=== fetch_stage ===
### Signal wires on met4, fetch_stage

Supply wires on this layer in grey. Cells faint in the background.
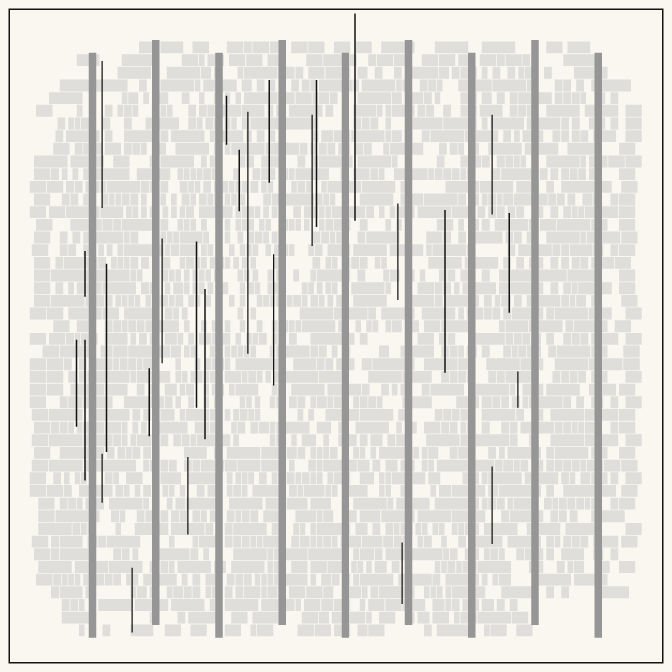

`src/rtl/riscv_pkg.sv`:
```
// riscv_pkg
// Shared constants and types for the in-order RISC-V core front end.
//   XLEN             : architectural address/data width (only 32 is supported)
//   NOP_INSTR        : canonical NOP (addi x0, x0, 0) shown when IF/ID is empty
//   RESET_PC_DEFAULT : default first fetch address after reset
//   FB_DEPTH         : fetch buffer entries (one per outstanding request)
//   fb_entry_t       : one fetch buffer slot {pc, instr, filled}
package riscv_pkg;

  localparam int XLEN = 32;
  localparam logic [31:0] NOP_INSTR = 32'h0000_0013;
  localparam logic [31:0] RESET_PC_DEFAULT = 32'h0000_0000;
  localparam int FB_DEPTH = 2;

  typedef struct packed {
    logic [XLEN-1:0] pc;
    logic [31:0]     instr;
    logic            filled;
  } fb_entry_t;

  // Sequential fetch address; wraps naturally modulo 2^XLEN.
  function automatic logic [XLEN-1:0] seq_pc(input logic [XLEN-1:0] pc);
    return pc + XLEN'(4);
  endfunction

endpackage

```
`src/rtl/fetch_buf.sv`:
```
// fetch_buf
// Two-entry in-order fetch queue. Each accepted imem request allocates the
// tail slot with its PC; the matching response fills the oldest unfilled
// slot; decode pops the head once it is filled. flush drops everything.
//   clk, rst_n      : clock, synchronous active-low reset
//   flush           : discard all entries (redirect)
//   alloc_en/pc     : allocate tail slot for a request accepted this cycle
//   fill_en/instr   : write a response into the oldest unfilled slot
//   pop_en          : remove the head slot (only when head_filled)
//   count           : live entries, 0..2
//   head_filled     : head slot holds a returned instruction
//   head_pc/instr   : head slot contents
//   unfilled        : live entries still waiting for their response
module fetch_buf
  import riscv_pkg::*;
(
  input  logic            clk,
  input  logic            rst_n,
  input  logic            flush,
  input  logic            alloc_en,
  input  logic [XLEN-1:0] alloc_pc,
  input  logic            fill_en,
  input  logic [31:0]     fill_instr,
  input  logic            pop_en,
  output logic [1:0]      count,
  output logic            head_filled,
  output logic [XLEN-1:0] head_pc,
  output logic [31:0]     head_instr,
  output logic [1:0]      unfilled
);

  logic       head_reg, head_next;
  logic [1:0] count_reg, count_next;

  fb_entry_t [FB_DEPTH-1:0] entry_q;
  logic [FB_DEPTH-1:0]      live;
  logic [FB_DEPTH-1:0]      pending;

  logic tail_idx;
  logic fill_idx;
  logic fill_hit;

  // With two slots the tail is head+count mod 2. When full and popping in
  // the same cycle this lands on the head slot, which is exactly the slot
  // being freed, so allocate-on-pop needs no special case.
  always_comb begin
    tail_idx = head_reg ^ count_reg[0];
  end

  // Responses are in order, so the oldest unfilled live slot owns the next one.
  always_comb begin
    fill_idx = head_reg;
    fill_hit = 1'b0;
    if (pending[head_reg]) begin
      fill_idx = head_reg;
      fill_hit = 1'b1;
    end else if (pending[~head_reg]) begin
      fill_idx = ~head_reg;
      fill_hit = 1'b1;
    end
  end

  genvar gi;
  generate
    for (gi = 0; gi < FB_DEPTH; gi++) begin : g_entry
      localparam logic IDX = 1'(gi);
      fb_entry_t entry_reg;
      logic      offset;

      // Position of this slot relative to the head; live if inside count.
      assign offset       = IDX ^ head_reg;
      assign live[gi]     = ({1'b0, offset} < count_reg);
      assign pending[gi]  = live[gi] && !entry_reg.filled;
      assign entry_q[gi]  = entry_reg;

      always_ff @(posedge clk) begin
        if (!rst_n) begin
          entry_reg <= '{pc: '0, instr: NOP_INSTR, filled: 1'b0};
        end else if (!flush) begin
          if (alloc_en && (tail_idx == IDX)) begin
            entry_reg <= '{pc: alloc_pc, instr: NOP_INSTR, filled: 1'b0};
          end else if (fill_en && fill_hit && (fill_idx == IDX)) begin
            entry_reg.instr  <= fill_instr;
            entry_reg.filled <= 1'b1;
          end
        end
      end
    end
  endgenerate

  always_comb begin
    head_next  = head_reg;
    count_next = count_reg;
    if (flush) begin
      head_next  = 1'b0;
      count_next = 2'd0;
    end else begin
      if (pop_en) begin
        head_next = ~head_reg;
      end
      count_next = count_reg + {1'b0, alloc_en} - {1'b0, pop_en};
    end
  end

  always_ff @(posedge clk) begin
    if (!rst_n) begin
      head_reg  <= 1'b0;
      count_reg <= 2'd0;
    end else begin
      head_reg  <= head_next;
      count_reg <= count_next;
    end
  end

  assign count       = count_reg;
  assign head_filled = live[head_reg] && entry_q[head_reg].filled;
  assign head_pc     = entry_q[head_reg].pc;
  assign head_instr  = entry_q[head_reg].instr;
  assign unfilled    = {1'b0, pending[0]} + {1'b0, pending[1]};

endmodule

```
`src/rtl/fetch_stage.sv`:
```
// fetch_stage
// Instruction fetch and IF/ID pipeline register. Issues in-order requests to
// instruction memory, tracks them in fetch_buf, discards responses that
// belong to requests made before a redirect, and feeds decode.
//   clk, rst_n        : clock, synchronous active-low reset
//   pc_pause          : load-use stall, blocks new request issue only
//   ifid_pause        : hold IF/ID contents
//   ifid_bubble       : clear IF/ID valid
//   redirect_valid/pc : taken branch/jump from EX; overrides pause and bubble
//   imem_req_*        : request channel, imem_addr is always the pc register
//   imem_rsp_*        : in-order response strobe, cannot be back-pressured
//   id_valid/pc/instr : IF/ID register presented to decode
module fetch_stage
  import riscv_pkg::*;
#(
  parameter logic [31:0] RESET_PC = RESET_PC_DEFAULT,
  parameter int          XLEN     = riscv_pkg::XLEN
) (
  input  logic            clk,
  input  logic            rst_n,
  input  logic            pc_pause,
  input  logic            ifid_pause,
  input  logic            ifid_bubble,
  input  logic            redirect_valid,
  input  logic [XLEN-1:0] redirect_pc,
  output logic            imem_req_valid,
  input  logic            imem_req_ready,
  output logic [XLEN-1:0] imem_addr,
  input  logic            imem_rsp_valid,
  input  logic [31:0]     imem_rsp_data,
  output logic            id_valid,
  output logic [XLEN-1:0] id_pc,
  output logic [31:0]     id_instr
);

  logic [XLEN-1:0] pc_reg, pc_next;
  // One bit of headroom over the nominal 0..2 range: a memory that keeps
  // accepting across back-to-back redirects can leave more stale responses.
  logic [2:0]      kill_cnt_reg, kill_cnt_next;
  logic            id_valid_reg, id_valid_next;
  logic [XLEN-1:0] id_pc_reg, id_pc_next;
  logic [31:0]     id_instr_reg, id_instr_next;

  logic [1:0]      fb_count;
  logic            fb_head_filled;
  logic [XLEN-1:0] fb_head_pc;
  logic [31:0]     fb_head_instr;
  logic [1:0]      fb_unfilled;

  logic       pop;
  logic       req_fire;
  logic       fill_en;
  logic [2:0] kill_sum;

  // Head moves into IF/ID only when nothing above it in priority applies.
  assign pop = rst_n && !redirect_valid && !ifid_bubble && !ifid_pause && fb_head_filled;

  // A slot freed by this cycle's pop may be reused by this cycle's request.
  assign imem_req_valid = rst_n && !redirect_valid && !pc_pause &&
                          ((fb_count < 2'd2) || pop);
  assign req_fire  = imem_req_valid && imem_req_ready;
  assign imem_addr = pc_reg;

  // During a redirect the buffer is flushed, so the response is only counted.
  assign fill_en  = imem_rsp_valid && (kill_cnt_reg == 3'd0) && !redirect_valid;
  assign kill_sum = kill_cnt_reg + {1'b0, fb_unfilled};

  fetch_buf u_fetch_buf (
    .clk         (clk),
    .rst_n       (rst_n),
    .flush       (redirect_valid),
    .alloc_en    (req_fire),
    .alloc_pc    (pc_reg),
    .fill_en     (fill_en),
    .fill_instr  (imem_rsp_data),
    .pop_en      (pop),
    .count       (fb_count),
    .head_filled (fb_head_filled),
    .head_pc     (fb_head_pc),
    .head_instr  (fb_head_instr),
    .unfilled    (fb_unfilled)
  );

  always_comb begin
    pc_next       = pc_reg;
    kill_cnt_next = kill_cnt_reg;

    if (redirect_valid) begin
      pc_next = redirect_pc;
      // Every unfilled request becomes stale; a response landing right now
      // settles one of them (already-stale or just-flushed) immediately.
      if (imem_rsp_valid && (kill_sum != 3'd0)) begin
        kill_cnt_next = kill_sum - 3'd1;
      end else begin
        kill_cnt_next = kill_sum;
      end
    end else begin
      if (req_fire) begin
        pc_next = seq_pc(pc_reg);
      end
      if (imem_rsp_valid && (kill_cnt_reg != 3'd0)) begin
        kill_cnt_next = kill_cnt_reg - 3'd1;
      end
    end
  end

  always_comb begin
    id_valid_next = id_valid_reg;
    id_pc_next    = id_pc_reg;
    id_instr_next = id_instr_reg;
    if (redirect_valid || ifid_bubble) begin
      id_valid_next = 1'b0;
    end else if (ifid_pause) begin
      id_valid_next = id_valid_reg;
    end else if (fb_head_filled) begin
      id_valid_next = 1'b1;
      id_pc_next    = fb_head_pc;
      id_instr_next = fb_head_instr;
    end else begin
      id_valid_next = 1'b0;
    end
  end

  always_ff @(posedge clk) begin
    if (!rst_n) begin
      pc_reg       <= RESET_PC;
      kill_cnt_reg <= 3'd0;
      id_valid_reg <= 1'b0;
      id_pc_reg    <= '0;
      id_instr_reg <= NOP_INSTR;
    end else begin
      pc_reg       <= pc_next;
      kill_cnt_reg <= kill_cnt_next;
      id_valid_reg <= id_valid_next;
      id_pc_reg    <= id_pc_next;
      id_instr_reg <= id_instr_next;
    end
  end

  assign id_valid = id_valid_reg;
  assign id_pc    = id_pc_reg;
  assign id_instr = id_instr_reg;

  // A response must belong either to a stale request or to a waiting slot.
  rsp_has_owner: assert property (@(posedge clk) disable iff (!rst_n)
    imem_rsp_valid |-> ((kill_cnt_reg != 3'd0) || (fb_unfilled != 2'd0)));

endmodule

```
`config.mk`:
```
export PLATFORM = sky130hd
export DESIGN_NAME = fetch_stage
export DESIGN_NICKNAME = d
export VERILOG_FILES = /design/src/rtl/riscv_pkg.sv /design/src/rtl/fetch_buf.sv /design/src/rtl/fetch_stage.sv
export SDC_FILE = /design/constraint.sdc
export NUM_CORES = 1
export LEC_CHECK = 0
export ABC_AREA = 1
export CAP_MARGIN = 20
export CORE_MARGIN = 4
export CORE_UTILIZATION = 60
export CTS_BUF_LIST = sky130_fd_sc_hd__clkbuf_8
export DETAILED_ROUTE_END_ITERATION = 6
export HOLD_SLACK_MARGIN = 0.12
export PLACE_DENSITY = 0.88
export REMOVE_ABC_BUFFERS = 1
export SETUP_SLACK_MARGIN = 0.5
export SLEW_MARGIN = 30
export SYNTH_ARGS = -nofsm -noshare
export SYNTH_HDL_FRONTEND = slang
export SYNTH_SLANG_ARGS = --single-unit
```
`constraint.sdc`:
```
create_clock -name clk -period 7.04 [get_ports clk]
set_input_delay 1.76 -clock clk [delete_from_list [all_inputs] [get_ports clk]]
set_output_delay 1.76 -clock clk [all_outputs]
set_load 0.03 [all_outputs]
```
=== junction_controller ===
$ cat config.mk
export PLATFORM = sky130hd
export DESIGN_NAME = junction_controller
export DESIGN_NICKNAME = d
export VERILOG_FILES = /design/src/rtl/junction_controller.sv
export SDC_FILE = /design/constraint.sdc
export NUM_CORES = 1
export LEC_CHECK = 0
export ABC_AREA = 1
export CAP_MARGIN = 25
export CORE_MARGIN = 2
export CORE_UTILIZATION = 54
export CTS_CLUSTER_DIAMETER = 60
export DETAILED_ROUTE_END_ITERATION = 12
export GPL_ROUTABILITY_DRIVEN = 0
export PLACE_DENSITY = 0.77
export SLEW_MARGIN = 20
export SYNTH_ARGS = -nofsm -noshare
export SYNTH_HDL_FRONTEND = slang
export SYNTH_SLANG_ARGS = --single-unit
$ cat constraint.sdc
create_clock -name clk -period 2.09 [get_ports clk]
set_input_delay 0.5225 -clock clk [delete_from_list [all_inputs] [get_ports clk]]
set_output_delay 0.5225 -clock clk [all_outputs]
set_load 0.005 [all_outputs]
$ cat src/rtl/junction_controller.sv
// Timed phase sequencer for a two-road junction with one pedestrian crossing.
// Main road rests on green; side and pedestrian demands are latched and served in turn.
module junction_controller #(
    parameter int TW           = 8,
    parameter int T_MIN_GREEN  = 8,
    parameter int T_SIDE_GREEN = 6,
    parameter int T_AMBER      = 3,
    parameter int T_RED_AMBER  = 2,
    parameter int T_ALLRED     = 2,
    parameter int T_WALK       = 5
) (
    input  logic       clk,
    input  logic       rst,
    input  logic       side_req,
    input  logic       ped_req,
    output logic [2:0] main_light,
    output logic [2:0] side_light,
    output logic       walk,
    output logic       ped_wait
);

    localparam logic [2:0] RED       = 3'b100;
    localparam logic [2:0] RED_AMBER = 3'b110;
    localparam logic [2:0] GREEN     = 3'b001;
    localparam logic [2:0] AMBER     = 3'b010;

    function automatic bit dwell_ok(int t);
        return (t >= 1) && (t <= (2**TW) - 1);
    endfunction

    localparam bit TIMING_OK = dwell_ok(T_MIN_GREEN) && dwell_ok(T_SIDE_GREEN) &&
                               dwell_ok(T_AMBER) && dwell_ok(T_RED_AMBER) &&
                               dwell_ok(T_ALLRED) && dwell_ok(T_WALK);

    generate
        if (!TIMING_OK) begin : g_bad_timing
            $fatal(1, "junction_controller: every T_* must lie in 1 .. 2**TW-1");
        end
    endgenerate

    typedef enum logic [3:0] {
        S_AR2  = 4'd0,
        S_MRA  = 4'd1,
        S_MG   = 4'd2,
        S_MA   = 4'd3,
        S_AR1  = 4'd4,
        S_WALK = 4'd5,
        S_CLR  = 4'd6,
        S_SRA  = 4'd7,
        S_SG   = 4'd8,
        S_SA   = 4'd9
    } state_t;

    state_t        state, state_nx;
    logic [TW-1:0] timer, timer_nx;
    logic          side_pend, ped_pend;
    logic          expired;
    logic          side_clr, ped_clr;

    // Timer load value is dwell-1 so the state lasts exactly its dwell.
    function automatic logic [TW-1:0] dwell(state_t s);
        logic [TW-1:0] d;
        case (s)
            S_MRA, S_SRA: d = TW'(T_RED_AMBER - 1);
            S_MG:         d = TW'(T_MIN_GREEN - 1);
            S_MA, S_SA:   d = TW'(T_AMBER - 1);
            S_WALK:       d = TW'(T_WALK - 1);
            S_SG:         d = TW'(T_SIDE_GREEN - 1);
            default:      d = TW'(T_ALLRED - 1);
        endcase
        return d;
    endfunction

    always_ff @(posedge clk) begin
        if (rst) begin
            state     <= S_AR2;
            timer     <= dwell(S_AR2);
            side_pend <= 1'b0;
            ped_pend  <= 1'b0;
        end else begin
            state     <= state_nx;
            timer     <= timer_nx;
            side_pend <= side_req | (side_pend & ~side_clr);
            ped_pend  <= ped_req | (ped_pend & ~ped_clr);
        end
    end

    assign expired = (timer == '0);

    always_comb begin
        state_nx = state;
        case (state)
            S_AR2:  if (expired) state_nx = S_MRA;
            S_MRA:  if (expired) state_nx = S_MG;
            S_MG:   if (expired && (side_pend || ped_pend)) state_nx = S_MA;
            S_MA:   if (expired) state_nx = S_AR1;
            S_AR1:  if (expired) state_nx = ped_pend ? S_WALK : S_SRA;
            S_WALK: if (expired) state_nx = S_CLR;
            S_CLR:  if (expired) state_nx = side_pend ? S_SRA : S_MRA;
            S_SRA:  if (expired) state_nx = S_SG;
            S_SG:   if (expired) state_nx = S_SA;
            S_SA:   if (expired) state_nx = S_AR2;
            default: state_nx = S_AR2;
        endcase
    end

    // Reload on every state change; MG saturates at zero while it waits for demand.
    always_comb begin
        timer_nx = timer;
        if (state_nx != state)
            timer_nx = dwell(state_nx);
        else if (!expired)
            timer_nx = timer - 1'b1;
    end

    assign side_clr = (state_nx == S_SG) && (state != S_SG);
    assign ped_clr  = (state_nx == S_WALK) && (state != S_WALK);

    always_comb begin
        main_light = RED;
        side_light = RED;
        walk       = 1'b0;
        case (state)
            S_MRA:  main_light = RED_AMBER;
            S_MG:   main_light = GREEN;
            S_MA:   main_light = AMBER;
            S_WALK: walk       = 1'b1;
            S_SRA:  side_light = RED_AMBER;
            S_SG:   side_light = GREEN;
            S_SA:   side_light = AMBER;
            default: ;
        endcase
    end

    assign ped_wait = ped_pend;

endmodule
=== load_store_unit_flat ===
==> config.mk <==
export PLATFORM = sky130hd
export DESIGN_NAME = load_store_unit_flat
export DESIGN_NICKNAME = d
export VERILOG_FILES = /design/src/rtl/mem_access_pkg.sv /design/src/rtl/load_store_unit_if.sv /design/src/rtl/load_extend.sv /design/src/rtl/load_store_unit.sv /design/src/flat_wrapper.sv
export SDC_FILE = /design/constraint.sdc
export NUM_CORES = 1
export LEC_CHECK = 0
export CORE_MARGIN = 2
export CORE_UTILIZATION = 45
export CTS_CLUSTER_SIZE = 24
export DETAILED_ROUTE_END_ITERATION = 8
export GPL_TIMING_DRIVEN = 1
export PLACE_DENSITY = 0.76
export SLEW_MARGIN = 25
export SYNTH_ARGS = -nofsm -noshare
export SYNTH_HDL_FRONTEND = slang
export SYNTH_SLANG_ARGS = --single-unit
==> constraint.sdc <==
create_clock -name clock -period 2.67 [get_ports clock]
set_clock_uncertainty 0.05 [all_clocks]
set_input_delay 0.534 -clock clock [delete_from_list [all_inputs] [get_ports clock]]
set_output_delay 0.534 -clock clock [all_outputs]
set_load 0.01 [all_outputs]
==> src/rtl/mem_access_pkg.sv <==
// Shared definitions for the data-memory access path.
// Contents:
//   ACC_WORD/ACC_HALF/ACC_BYTE    mem_access_size encodings, shared with data_memory
//   FUNCT3_LB..FUNCT3_LHU         RV32I load/store funct3 codes
//   lsu_state_t                   load/store unit sequencer states
//   funct3_legal()                is a funct3 usable for a load or a store
//   acc_size()                    natural access size for a funct3
package mem_access_pkg;

  localparam logic [1:0] ACC_WORD = 2'b00;
  localparam logic [1:0] ACC_HALF = 2'b01;
  localparam logic [1:0] ACC_BYTE = 2'b10;

  localparam logic [2:0] FUNCT3_LB  = 3'b000;
  localparam logic [2:0] FUNCT3_LH  = 3'b001;
  localparam logic [2:0] FUNCT3_LW  = 3'b010;
  localparam logic [2:0] FUNCT3_LBU = 3'b100;
  localparam logic [2:0] FUNCT3_LHU = 3'b101;

  typedef enum logic {
    IDLE  = 1'b0,
    SPLIT = 1'b1
  } lsu_state_t;

  // Stores only have signed-less b/h/w encodings; the unsigned variants are load-only.
  function automatic logic funct3_legal(input logic store, input logic [2:0] funct3);
    case (funct3)
      FUNCT3_LB, FUNCT3_LH, FUNCT3_LW: return 1'b1;
      FUNCT3_LBU, FUNCT3_LHU:          return ~store;
      default:                         return 1'b0;
    endcase
  endfunction

  function automatic logic [1:0] acc_size(input logic [2:0] funct3);
    case (funct3[1:0])
      2'b00:   return ACC_BYTE;
      2'b01:   return ACC_HALF;
      default: return ACC_WORD;
    endcase
  endfunction

endpackage

==> src/rtl/load_store_unit_if.sv <==
// Bus bundles around the load/store unit.
//   load_store_unit_if : pipeline request/response handshake
//     master = pipeline (drives req_*), slave = load/store unit (drives req_ready, resp_*)
//   mem_bus_if         : data-memory access port
//     master = load/store unit (drives mem_* controls), slave = memory (drives mem_rdata)
interface load_store_unit_if;
  logic        req_valid;
  logic        req_ready;
  logic        req_store;
  logic [2:0]  req_funct3;
  logic [31:0] req_addr;
  logic [31:0] req_wdata;
  logic        resp_valid;
  logic        resp_err;
  logic [31:0] resp_rdata;

  modport master (
    output req_valid, req_store, req_funct3, req_addr, req_wdata,
    input  req_ready, resp_valid, resp_err, resp_rdata
  );

  modport slave (
    input  req_valid, req_store, req_funct3, req_addr, req_wdata,
    output req_ready, resp_valid, resp_err, resp_rdata
  );
endinterface

interface mem_bus_if;
  logic [31:0] mem_address;
  logic [31:0] mem_wdata;
  logic        mem_load_s;
  logic [1:0]  mem_access_size;
  logic        mem_read_write;
  logic [31:0] mem_rdata;

  modport master (
    output mem_address, mem_wdata, mem_load_s, mem_access_size, mem_read_write,
    input  mem_rdata
  );

  modport slave (
    input  mem_address, mem_wdata, mem_load_s, mem_access_size, mem_read_write,
    output mem_rdata
  );
endinterface

==> src/rtl/load_extend.sv <==
// Sign/zero extension of an assembled little-endian load value.
// Ports:
//   bytes_in  in  32  assembled bytes, byte 0 in [7:0]
//   funct3    in  3   RV32I load funct3 (b/h/w/bu/hu)
//   result    out 32  extended load result (other funct3 values pass through)
module load_extend
  import mem_access_pkg::*;
(
  input  logic [31:0] bytes_in,
  input  logic [2:0]  funct3,
  output logic [31:0] result
);

  always_comb begin
    result = bytes_in;
    case (funct3)
      FUNCT3_LB:  result = {{24{bytes_in[7]}}, bytes_in[7:0]};
      FUNCT3_LH:  result = {{16{bytes_in[15]}}, bytes_in[15:0]};
      FUNCT3_LBU: result = {24'h0, bytes_in[7:0]};
      FUNCT3_LHU: result = {16'h0, bytes_in[15:0]};
      default:    result = bytes_in;
    endcase
  end

endmodule

==> src/rtl/load_store_unit.sv <==
// MEM-stage load/store initiator for a byte-addressed data memory.
// Aligned requests are issued straight from the request in the accept cycle and
// complete one cycle later. Misaligned half/word requests are split into sequential
// byte accesses (byte 0 from the request, the rest from latched copies); loads are
// reassembled and extended locally. Illegal funct3, or misalignment when splitting
// is disabled, completes with resp_err and no memory access.
// Ports:
//   clock, reset   rising-edge clock, synchronous active-high reset
//   req_if         pipeline request/response (slave side)
//   mem_if         data-memory port (master side); mem_rdata is combinational
// Parameters:
//   BASE_ADDR         address driven while no access is in progress
//   ALLOW_MISALIGNED  1: split misaligned accesses, 0: report them as errors
module load_store_unit
  import mem_access_pkg::*;
#(
  parameter logic [31:0] BASE_ADDR        = 32'h0100_0000,
  parameter bit          ALLOW_MISALIGNED = 1'b1
) (
  input  logic             clock,
  input  logic             reset,
  load_store_unit_if.slave req_if,
  mem_bus_if.master        mem_if
);

  lsu_state_t  state_q, state_d;
  logic [1:0]  cnt_q, cnt_d;
  logic [31:0] addr_q, addr_d;
  logic [31:0] wdata_q, wdata_d;
  logic [2:0]  funct3_q, funct3_d;
  logic        store_q, store_d;
  logic [31:0] asm_q, asm_d;
  logic        resp_valid_q, resp_valid_d;
  logic        resp_err_q, resp_err_d;
  logic [31:0] resp_rdata_q, resp_rdata_d;

  logic        req_aligned;
  logic        req_bad;
  logic [1:0]  last_cnt;
  logic [7:0]  split_wbyte;
  logic [31:0] asm_cur;
  logic [31:0] ext_result;

  // Assembly buffer with the byte arriving this cycle merged into lane cnt_q.
  for (genvar gi = 0; gi < 4; gi++) begin : g_lane
    assign asm_cur[8*gi +: 8] = (cnt_q == 2'(gi)) ? mem_if.mem_rdata[7:0] : asm_q[8*gi +: 8];
  end

  load_extend u_load_extend (
    .bytes_in (asm_cur),
    .funct3   (funct3_q),
    .result   (ext_result)
  );

  assign split_wbyte = wdata_q[{cnt_q, 3'b000} +: 8];
  // Halfwords split into 2 bytes, words into 4.
  assign last_cnt    = (funct3_q[1:0] == 2'b01) ? 2'd1 : 2'd3;

  always_comb begin
    case (req_if.req_funct3[1:0])
      2'b01:   req_aligned = ~req_if.req_addr[0];
      2'b10:   req_aligned = (req_if.req_addr[1:0] == 2'b00);
      default: req_aligned = 1'b1;
    endcase
    req_bad = ~funct3_legal(req_if.req_store, req_if.req_funct3) |
              (~req_aligned & ~ALLOW_MISALIGNED);
  end

  // Reset gates the memory drive so an in-flight split cannot write on the reset edge.
  assign req_if.req_ready = (state_q == IDLE) & ~reset;

  always_comb begin
    state_d      = state_q;
    cnt_d        = cnt_q;
    addr_d       = addr_q;
    wdata_d      = wdata_q;
    funct3_d     = funct3_q;
    store_d      = store_q;
    asm_d        = asm_q;
    resp_valid_d = 1'b0;
    resp_err_d   = resp_err_q;
    resp_rdata_d = resp_rdata_q;

    mem_if.mem_address     = BASE_ADDR;
    mem_if.mem_wdata       = 32'h0;
    mem_if.mem_load_s      = 1'b0;
    mem_if.mem_access_size = ACC_WORD;
    mem_if.mem_read_write  = 1'b1;

    if (!reset) begin
      case (state_q)
        IDLE: begin
          if (req_if.req_valid) begin
            if (req_bad) begin
              resp_valid_d = 1'b1;
              resp_err_d   = 1'b1;
              resp_rdata_d = 32'h0;
            end else if (req_aligned) begin
              // The memory extends aligned loads itself; its result is taken as is.
              mem_if.mem_address     = req_if.req_addr;
              mem_if.mem_wdata       = req_if.req_wdata;
              mem_if.mem_load_s      = ~req_if.req_funct3[2] & (req_if.req_funct3[1:0] != 2'b10);
              mem_if.mem_access_size = acc_size(req_if.req_funct3);
              mem_if.mem_read_write  = ~req_if.req_store;
              resp_valid_d = 1'b1;
              resp_err_d   = 1'b0;
              resp_rdata_d = req_if.req_store ? 32'h0 : mem_if.mem_rdata;
            end else begin
              // Byte 0 goes out now; the request is latched for the remaining bytes.
              mem_if.mem_address     = req_if.req_addr;
              mem_if.mem_wdata       = {24'h0, req_if.req_wdata[7:0]};
              mem_if.mem_access_size = ACC_BYTE;
              mem_if.mem_read_write  = ~req_if.req_store;
              addr_d   = req_if.req_addr;
              wdata_d  = req_if.req_wdata;
              funct3_d = req_if.req_funct3;
              store_d  = req_if.req_store;
              asm_d    = {24'h0, mem_if.mem_rdata[7:0]};
              cnt_d    = 2'd1;
              state_d  = SPLIT;
            end
          end
        end

        SPLIT: begin
          mem_if.mem_address     = addr_q + {30'h0, cnt_q};
          mem_if.mem_wdata       = {24'h0, split_wbyte};
          mem_if.mem_access_size = ACC_BYTE;
          mem_if.mem_read_write  = ~store_q;
          asm_d = asm_cur;
          cnt_d = cnt_q + 2'd1;
          if (cnt_q == last_cnt) begin
            state_d      = IDLE;
            cnt_d        = 2'd0;
            resp_valid_d = 1'b1;
            resp_err_d   = 1'b0;
            resp_rdata_d = store_q ? 32'h0 : ext_result;
          end
        end

        default: state_d = IDLE;
      endcase
    end
  end

  always_ff @(posedge clock) begin
    if (reset) begin
      state_q      <= IDLE;
      cnt_q        <= 2'd0;
      addr_q       <= 32'h0;
      wdata_q      <= 32'h0;
      funct3_q     <= 3'h0;
      store_q      <= 1'b0;
      asm_q        <= 32'h0;
      resp_valid_q <= 1'b0;
      resp_err_q   <= 1'b0;
      resp_rdata_q <= 32'h0;
    end else begin
      state_q      <= state_d;
      cnt_q        <= cnt_d;
      addr_q       <= addr_d;
      wdata_q      <= wdata_d;
      funct3_q     <= funct3_d;
      store_q      <= store_d;
      asm_q        <= asm_d;
      resp_valid_q <= resp_valid_d;
      resp_err_q   <= resp_err_d;
      resp_rdata_q <= resp_rdata_d;
    end
  end

  assign req_if.resp_valid = resp_valid_q;
  assign req_if.resp_err   = resp_err_q;
  assign req_if.resp_rdata = resp_rdata_q;

endmodule
==> src/flat_wrapper.sv <==
// flat-port wrapper written by rule: the top's interface ports become plain ports
module load_store_unit_flat import mem_access_pkg::*;
#(
  parameter logic [31:0] BASE_ADDR        = 32'h0100_0000,
  parameter bit          ALLOW_MISALIGNED = 1'b1
)
  (clock, reset, req_if_req_valid, req_if_req_store, req_if_req_funct3, req_if_req_addr, req_if_req_wdata, req_if_req_ready, req_if_resp_valid, req_if_resp_err, req_if_resp_rdata, mem_if_mem_address, mem_if_mem_wdata, mem_if_mem_load_s, mem_if_mem_access_size, mem_if_mem_read_write, mem_if_mem_rdata);
  load_store_unit_if req_if_i ();
  mem_bus_if mem_if_i ();
  input  logic clock;
  input  logic reset;
  input wire logic [$bits(req_if_i.req_valid)-1:0] req_if_req_valid;
  input wire logic [$bits(req_if_i.req_store)-1:0] req_if_req_store;
  input wire logic [$bits(req_if_i.req_funct3)-1:0] req_if_req_funct3;
  input wire logic [$bits(req_if_i.req_addr)-1:0] req_if_req_addr;
  input wire logic [$bits(req_if_i.req_wdata)-1:0] req_if_req_wdata;
  output wire logic [$bits(req_if_i.req_ready)-1:0] req_if_req_ready;
  output wire logic [$bits(req_if_i.resp_valid)-1:0] req_if_resp_valid;
  output wire logic [$bits(req_if_i.resp_err)-1:0] req_if_resp_err;
  output wire logic [$bits(req_if_i.resp_rdata)-1:0] req_if_resp_rdata;
  output wire logic [$bits(mem_if_i.mem_address)-1:0] mem_if_mem_address;
  output wire logic [$bits(mem_if_i.mem_wdata)-1:0] mem_if_mem_wdata;
  output wire logic [$bits(mem_if_i.mem_load_s)-1:0] mem_if_mem_load_s;
  output wire logic [$bits(mem_if_i.mem_access_size)-1:0] mem_if_mem_access_size;
  output wire logic [$bits(mem_if_i.mem_read_write)-1:0] mem_if_mem_read_write;
  input wire logic [$bits(mem_if_i.mem_rdata)-1:0] mem_if_mem_rdata;
  assign req_if_i.req_valid = req_if_req_valid;
  assign req_if_i.req_store = req_if_req_store;
  assign req_if_i.req_funct3 = req_if_req_funct3;
  assign req_if_i.req_addr = req_if_req_addr;
  assign req_if_i.req_wdata = req_if_req_wdata;
  assign req_if_req_ready = req_if_i.req_ready;
  assign req_if_resp_valid = req_if_i.resp_valid;
  assign req_if_resp_err = req_if_i.resp_err;
  assign req_if_resp_rdata = req_if_i.resp_rdata;
  assign mem_if_mem_address = mem_if_i.mem_address;
  assign mem_if_mem_wdata = mem_if_i.mem_wdata;
  assign mem_if_mem_load_s = mem_if_i.mem_load_s;
  assign mem_if_mem_access_size = mem_if_i.mem_access_size;
  assign mem_if_mem_read_write = mem_if_i.mem_read_write;
  assign mem_if_i.mem_rdata = mem_if_mem_rdata;
  load_store_unit #(.BASE_ADDR(BASE_ADDR), .ALLOW_MISALIGNED(ALLOW_MISALIGNED)) u_core (.clock(clock), .reset(reset), .req_if(req_if_i), .mem_if(mem_if_i));
endmodule
=== typed_fifo_src ===
$ cat src/rtl/typed_fifo_src.sv
// First-word-fall-through FIFO over a caller-chosen element type ELEM_T.
// Optional statistics outputs (max_count, push_when_full) are built only when TYPED_FIFO_STATS_EN is defined.
module typed_fifo_src #(
  parameter int DEPTH = 4,
  localparam int AW = $clog2(DEPTH),
  parameter type ELEM_T = logic [7:0]
) (
  input  logic        clk,
  input  logic        rst_n,
  input  logic        in_valid,
  output logic        in_ready,
  input  ELEM_T       in_data,
  output logic        out_valid,
  input  logic        out_ready,
  output ELEM_T       out_data,
  output logic [AW:0] count
`ifdef TYPED_FIFO_STATS_EN
  ,
  output logic [AW:0] max_count,
  output logic        push_when_full
`endif
);

  localparam logic [AW:0] PTR_ONE = (AW+1)'(1);

  ELEM_T       mem [DEPTH];
  logic [AW:0] wr_ptr;
  logic [AW:0] rd_ptr;
  logic        full;
  logic        empty;
  logic        push;
  logic        pop;

  // The extra pointer MSB tells full apart from empty when the low bits match.
  assign full      = (wr_ptr[AW] != rd_ptr[AW]) && (wr_ptr[AW-1:0] == rd_ptr[AW-1:0]);
  assign empty     = (wr_ptr == rd_ptr);
  assign in_ready  = !full;
  assign out_valid = !empty;
  assign out_data  = mem[rd_ptr[AW-1:0]];
  assign count     = wr_ptr - rd_ptr;
  assign push      = in_valid && in_ready;
  assign pop       = out_valid && out_ready;

  always_ff @(posedge clk or negedge rst_n) begin
    if (!rst_n) begin
      wr_ptr <= '0;
      rd_ptr <= '0;
    end else begin
      if (push) wr_ptr <= wr_ptr + PTR_ONE;
      if (pop)  rd_ptr <= rd_ptr + PTR_ONE;
    end
  end

  // Storage is deliberately not reset; stale contents are masked by out_valid.
  always_ff @(posedge clk) begin
    if (push) mem[wr_ptr[AW-1:0]] <= in_data;
  end

`ifdef TYPED_FIFO_STATS_EN
  always_ff @(posedge clk or negedge rst_n) begin
    if (!rst_n) begin
      max_count      <= '0;
      push_when_full <= 1'b0;
    end else begin
      if (count > max_count)   max_count      <= count;
      if (in_valid && !in_ready) push_when_full <= 1'b1;
    end
  end
`endif

endmodule

$ cat config.mk
export PLATFORM = sky130hd
export DESIGN_NAME = typed_fifo_src
export DESIGN_NICKNAME = d
export VERILOG_FILES = /design/src/rtl/typed_fifo_src.sv
export SDC_FILE = /design/constraint.sdc
export NUM_CORES = 1
export LEC_CHECK = 0
export CORE_ASPECT_RATIO = 0.75
export CORE_MARGIN = 4
export CORE_UTILIZATION = 46
export CTS_CLUSTER_SIZE = 20
export DETAILED_ROUTE_END_ITERATION = 7
export GPL_TIMING_DRIVEN = 0
export PLACE_DENSITY = 0.7
export REMOVE_ABC_BUFFERS = 1
export SLEW_MARGIN = 20
export SYNTH_ARGS = -nofsm -noshare
export SYNTH_HDL_FRONTEND = slang
export SYNTH_SLANG_ARGS = --single-unit
$ cat constraint.sdc
create_clock -name clk -period 4 [get_ports clk]
set_input_delay 0.8 -clock clk [delete_from_list [all_inputs] [get_ports clk]]
set_output_delay 0.8 -clock clk [all_outputs]
set_load 0.02 [all_outputs]
### The metal 3 layer, typed_fifo_src

The bar under the picture is 20 µm long.
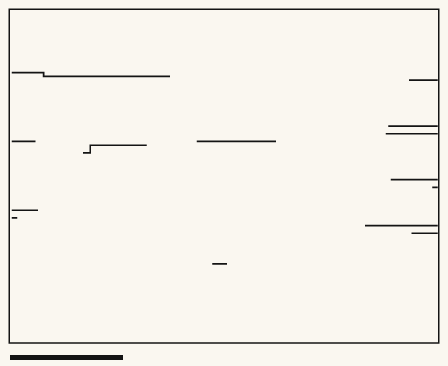
main direction = horizontal
nets with wire on the layer = 13
share of all routed wire = 4.5%
routed wire length: 2540 µm
via count: 808

### Placed standard cells, typed_fifo_src

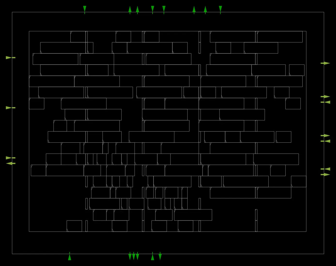
flop count: 38
flop share of the area: 0.559
Filler cells: 252
core box area: 3310 µm²
Cell Rows: 18

==> results.py, typed_fifo_src <==
# Physical implementation metrics
metrics = {
    "status": {
        "outcome": "finished, final reports clean",
    },
    "final_timing": {
        "setup_ws_ps": 809,
        "hold-worst-slack_ps": 552,
    },
    "critical_path": {
        "crit_buf_inv": 2,
        "cp-startpoint": "rd_ptr[0]$_DFFE_PN0P_",
        "cp_slowest_cell": "dfrtp_1",
        "cp-end-kind": "output port",
        "critical_path.top_delay_family": "flip-flops",
        "crit_chain": "ha_1 -> fa_1 -> inv_1 -> clkdlybuf4s50_1",
        "slowest_delay_ps": 770,
        "cp.arrival_ps": 2390,
    },
    "layout": {
        "final_core_util": 0.600,
        "largest_register_ffs": 32,
        "stdcell_area_um2": 1990,
    },
    "clocking": {
        "post_cts_buffers": 0,
    },
    "synth": {
        "top_cells_by_count": "edfxtp_1, mux4_2, ha_1",
        "synthTopCellsByArea": "edfxtp_1, mux4_2, dfrtp_1, ha_1, xnor2_1",
    },
    "grt": {
        "grt_pass1_vias": 835,
        "grt.overflow.total": 0,
    },
    "route": {
        "top_layer": "met3",
        "via_per_inst": 5.18,
    },
    "job": {
        "warnings": 29,
    },
    "die": {
        "ios": 25,
    },
    "power": {
        "power_density_nw_per_um2": 880,
    },
}
[typed_fifo_src: area by class of cell]
| cell class | count | area share |
|---|---|---|
| multi-input cells | 40 | 0.230 |
| clock buffers | 7 | 0.0384 |
| repair buffers | 24 | 0.121 |
| clock inverters | 1 | 0.0151 |
| flip-flops and latches | 38 | 0.559 |
| inverters | 6 | 0.0113 |
| well taps | 40 | 0.0252 |
[typed_fifo_src: report_power, final]
group	internal [mW]	total, mW	switching, mW	leakage, nW
clock network	0.186	0.309	0.122	0.0524
registers	0.543	0.643	0.0995	0.365
logic	0.410	0.796	0.386	0.318
total	1.14	1.75	0.608	0.735
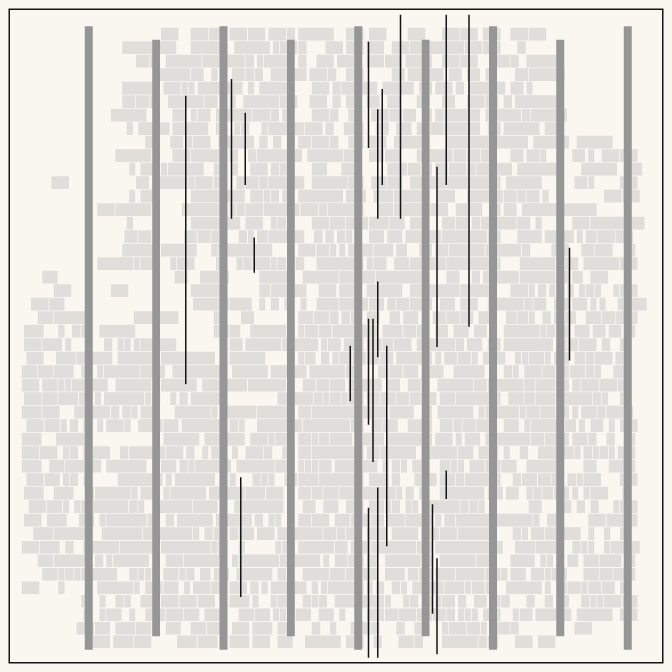
*Signal wires on met4, load_store_unit_flat*
Supply wires on this layer in grey. Cells faint in the background.
longest straight run = 62.6 µm
share of all routed wire = 2.5%
routed wire length: 24400 µm
via count: 7696

### Placed standard cells, load_store_unit_flat

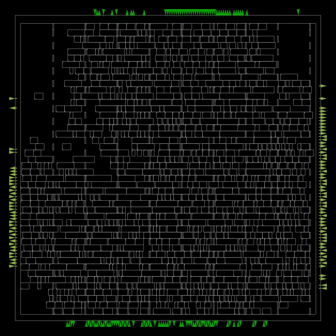
core box area: 15900 µm²
Cell Rows: 46
Filler cells: 1233
flop count: 137

==> results.py, load_store_unit_flat <==
# Physical implementation metrics
metrics = {
    "synth": {
        "synth-simple-area-share": 0.225,
        "synthArstFlopShare": 0,
        "yosys-stat-cells": 907,
    },
    "layout": {
        "largestClassByArea": "multi-input combinational cells",
        "final_nets": 1268,
    },
    "die": {
        "ios": 206,
        "dieArea_um2": 17300,
        "die_w_um": 131,
        "die_h_um": 131,
    },
    "final_timing": {
        "setup_viol": 44,
        "setup_ws_ps": -191,
    },
    "critical_path": {
        "r2r_cells": 9,
    },
    "hold_path": {
        "hp-start": "req_if_req_funct3[0]",
        "worstHoldPathCells": 3,
    },
    "place": {
        "pre_cts_ws_ps": -872,
    },
    "status": {
        "outcome": "finished, violations left",
        "violations": "negative setup slack",
    },
    "clocking": {
        "cts_tree": "done",
        "clk_pin_slew_worst_paths_ps": 60,
    },
    "route": {
        "wl_met2_um": 12000,
        "drtPass1Iterations": 5,
    },
    "grt": {
        "grt_max_degree": 61,
        "antenna_found_initial": 0,
        "grt_use_total": 0.276,
    },
}
-- load_store_unit_flat: power breakdown --
part / switching, mW / internal, mW / total, mW
clock network: 0.900 / 1.83 / 2.73
registers: 0.0584 / 2.14 / 2.20
logic: 0.523 / 0.545 / 1.07
-- load_store_unit_flat: critical path, cell delays in order, from the launching register on --
cell	delay, ps
dfxtp_4	360
buf_6	120
fa_2	400
and4_4	180
buf_12	130
buf_6	110
nand3_4	60
mux2i_1	230
a21oi_2	110
buf_2	150
### Placed standard cells, fetch_stage

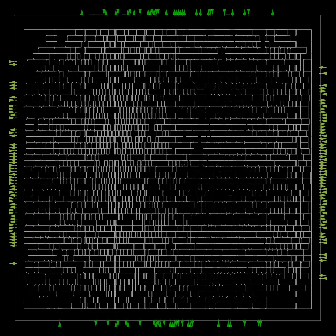
Cell Rows: 47
fin cells: 1830
Final Util: 0.755
Filler cells: 1336

### Wiring by layer, fetch_stage

The bar under the picture is 50 µm long.
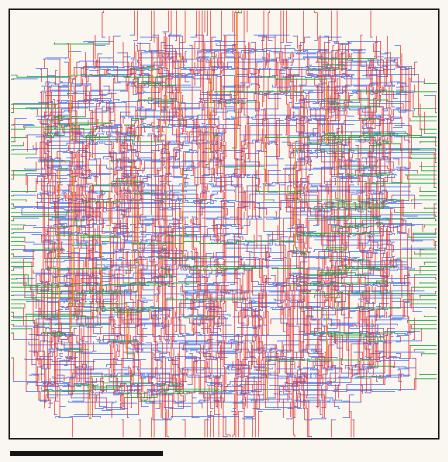
M3 -> green  # wire length 2580 µm
M1 -> blue  # wire length 12200 µm
M4 -> orange  # wire length 639 µm
M2 -> red  # wire length 14600 µm

Notes on 'Signal wires on met4' of fetch_stage above:
main direction = vertical
nets with wire on the layer = 20
wire length on this layer = 639 µm
routed wire length: 30000 µm
via count: 10600

==> results.py, fetch_stage <==
# Physical implementation metrics
metrics = {
    "critical_path": {
        "cp-startpoint": "redirect_valid",
        "worstSetupStartpointType": "input port",
        "cp_data_required_time_ps": 5280,
        "r2r-start": "u_fetch_buf.g_entry[0].offset$_SDFFE_PP0P_",
        "rr_endpoint": "u_fetch_buf.entry_q[46]$_SDFFE_PN0P_",
        "slowest_delay_ps": 670,
        "r2r_cells": 10,
        "cp-end-kind": "output port",
        "worst-r2r-setup-slack_ps": 3560,
    },
    "job": {
        "warnings": 27,
        "drv_cap": 0,
    },
    "synth": {
        "synth.avg_cell_area_um2": 7.05,
        "synth-edff-count": 0,
        "top_cells_by_count": "nand2_1, nand3_1, dfxtp_1",
        "synthTopCellsByArea": "dfxtp_1, nand2_1, nand3_1, a21oi_1, o21ai_0",
        "synthTopLogicFamily": "simple AND/OR/NAND/NOR gates",
        "mux_share": 0,
        "syn_area_um2": 10400,
        "ys_sh_aoi": 0.157,
    },
    "status": {
        "outcome": "finished, final reports clean",
    },
    "place": {
        "dp.cells": 1766,
    },
    "final_timing": {
        "setup_viol": 0,
        "fmax_mhz": 179,
        "hold-worst-slack_ps": 451,
        "clock_skew_ps": 16.7,
    },
    "power": {
        "powerClk_mw": 1.12,
        "clkPwrFrac": 0.415,
        "p_comb_frac": 0.079,
    },
    "clocking": {
        "cts_sinks": 233,
        "cts_tree": "done",
        "cts_made_buffers": 38,
        "postCtsHoldBufs": 0,
    },
    "route": {
        "drtPass1Iterations": 6,
        "via_per_inst": 5.82,
    },
    "layout": {
        "final_common_cell": "nand2_1",
        "drive_gt1_frac": 0.0528,
    },
    "die": {
        "die_w_um": 140,
        "initCoreUtil": 0.621,
        "coreArea_um2": 16800,
    },
    "hold_path": {
        "worstHoldPathCells": 2,
    },
    "grt": {
        "grt_use_total": 0.292,
    },
}
[fetch_stage: final cells by class]
cell class,instances,area share
Inverter,67,0.0203
Sequential cell,233,0.367
Clock inverter,20,0.00936
Clock buffer,43,0.0466
Tap cell,220,0.0217
Multi-Input combinational cell,1066,0.394
Timing Repair Buffer,181,0.141
[fetch_stage: critical path: cells and delay by family]
| family | cells | cell delay, ps |
|---|---|---|
| buffers and inverters | 4 | 1670 |
| AND/OR/NAND/NOR | 3 | 360 |
[fetch_stage: routing by layer]
metal	part of all wire	global-route usage
met3	0.086	0.0518
met2	0.49	0.511
met1	0.41	0.366
met5	0	0
met4	0.021	0.0933
### The metal 3 layer, junction_controller

The bar under the picture is 10 µm long.
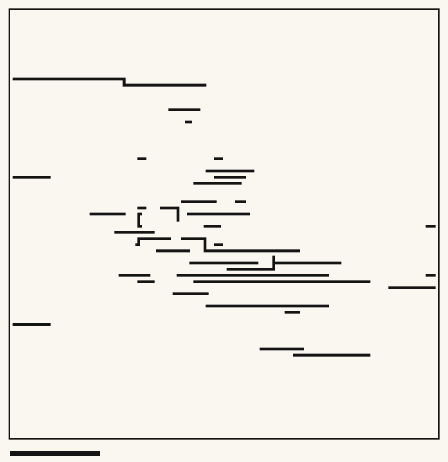
main direction = horizontal
share of all routed wire = 7.6%
longest straight run = 19.3 µm
met3 GRT Util: 0.0566
routed wire length: 2600 µm

==> results.py, junction_controller <==
# Physical implementation metrics
metrics = {
    "status": {
        "outcome": "finished, final reports clean",
    },
    "layout": {
        "inv_count": 28,
        "largestClassByArea": "multi-input combinational cells",
        "seq_area_um2": 295,
        "final_cell_mix": "nand2_1, nor2_1, inv_1, nand3_1",
        "final_core_util": 0.735,
    },
    "synth": {
        "top_cell_area_share": 0.275,
        "yosys-stat-cells": 165,
        "synth.avg_cell_area_um2": 6.17,
        "synthTopCellsByArea": "dfxtp_1, nand2_1, nor2_1, inv_1, nand3_1",
        "synth.distinct_cells": 26,
        "fa_ha_area_frac": 0.0123,
        "yosys_warnings": 0,
        "synth_seq_share": 0.275,
        "synth-simple-area-share": 0.455,
        "synth-edff-count": 0,
        "syn-num-nets": 170,
        "largest_area_cell": "dfxtp_1",
    },
    "power": {
        "powerSeq_uw": 424,
        "p_leak_nw": 0.594,
        "p_int_uw": 782,
        "p_sw_frac": 0.475,
        "switching_power_uw": 707,
    },
    "final_timing": {
        "worst_pin_slew_ps": 279,
        "slew_headroom": 0.814,
    },
    "route": {
        "drt_iter0_markers": 53,
        "top_layer": "met4",
    },
    "hold_path": {
        "min_to": "timer[6]$_SDFFE_PP0P_",
    },
    "clocking": {
        "cts.path.max_buffers": 2,
        "postCtsResizedCells": 14,
        "root_buffer": "clkbuf_4",
    },
    "grt": {
        "grt_pass1_vias": 967,
    },
    "place": {
        "port_buffers": 11,
    },
    "die": {
        "die_h_um": 47.4,
    },
    "job": {
        "warnings": 26,
    },
}
==> junction_controller: worst max-delay path by stage <==
stage                     cells past startpoint                    end  slack, ps
after floorplan                              15  timer[1]$_SDFFE_PP0P_        470
after global placement                        5          side_light[1]         90
after detailed placement                      5          side_light[1]         50
after CTS                                     5          side_light[0]          6
after global routing                          4          main_light[1]          3
final                                         5                   walk         90
==> junction_controller: registers in the layout, indices dropped and copies added (netlist names) <==
signal,cells
timer,8
state,4
ped_wait,1
side_pend,1


==> notes/layouts.md <==
Pictures saved along the way, in no particular order.

Wiring by layer.
picture 1
The bar under the picture is 20 µm long.
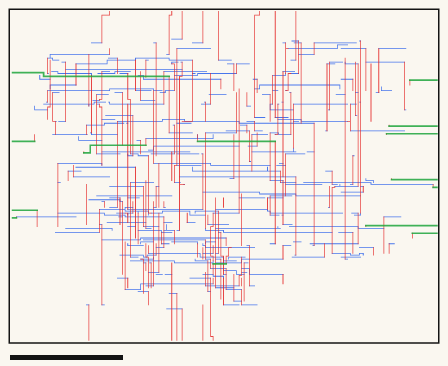
picture 2
The bar under the picture is 10 µm long.
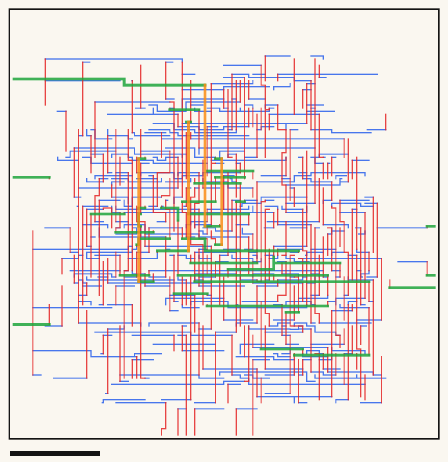
picture 3
The bar under the picture is 50 µm long.
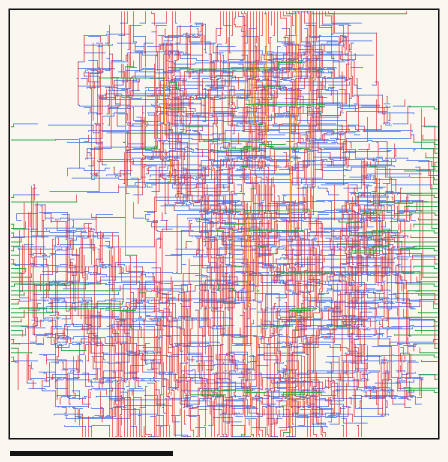
Picture 1 comes from typed_fifo_src.
Picture 3 comes from load_store_unit_flat.
Picture 2 comes from junction_controller.
The one with the smallest die is picture 2.
The one with the most wire is picture 3.

Key to picture 2:
M2 -> red  # wire length 1180 µm
M1 -> blue  # wire length 1170 µm
M4 -> orange  # wire length 53.0 µm
M3 -> green  # wire length 197 µm

No activity file was given, so power comes from the tool's default toggle rates.
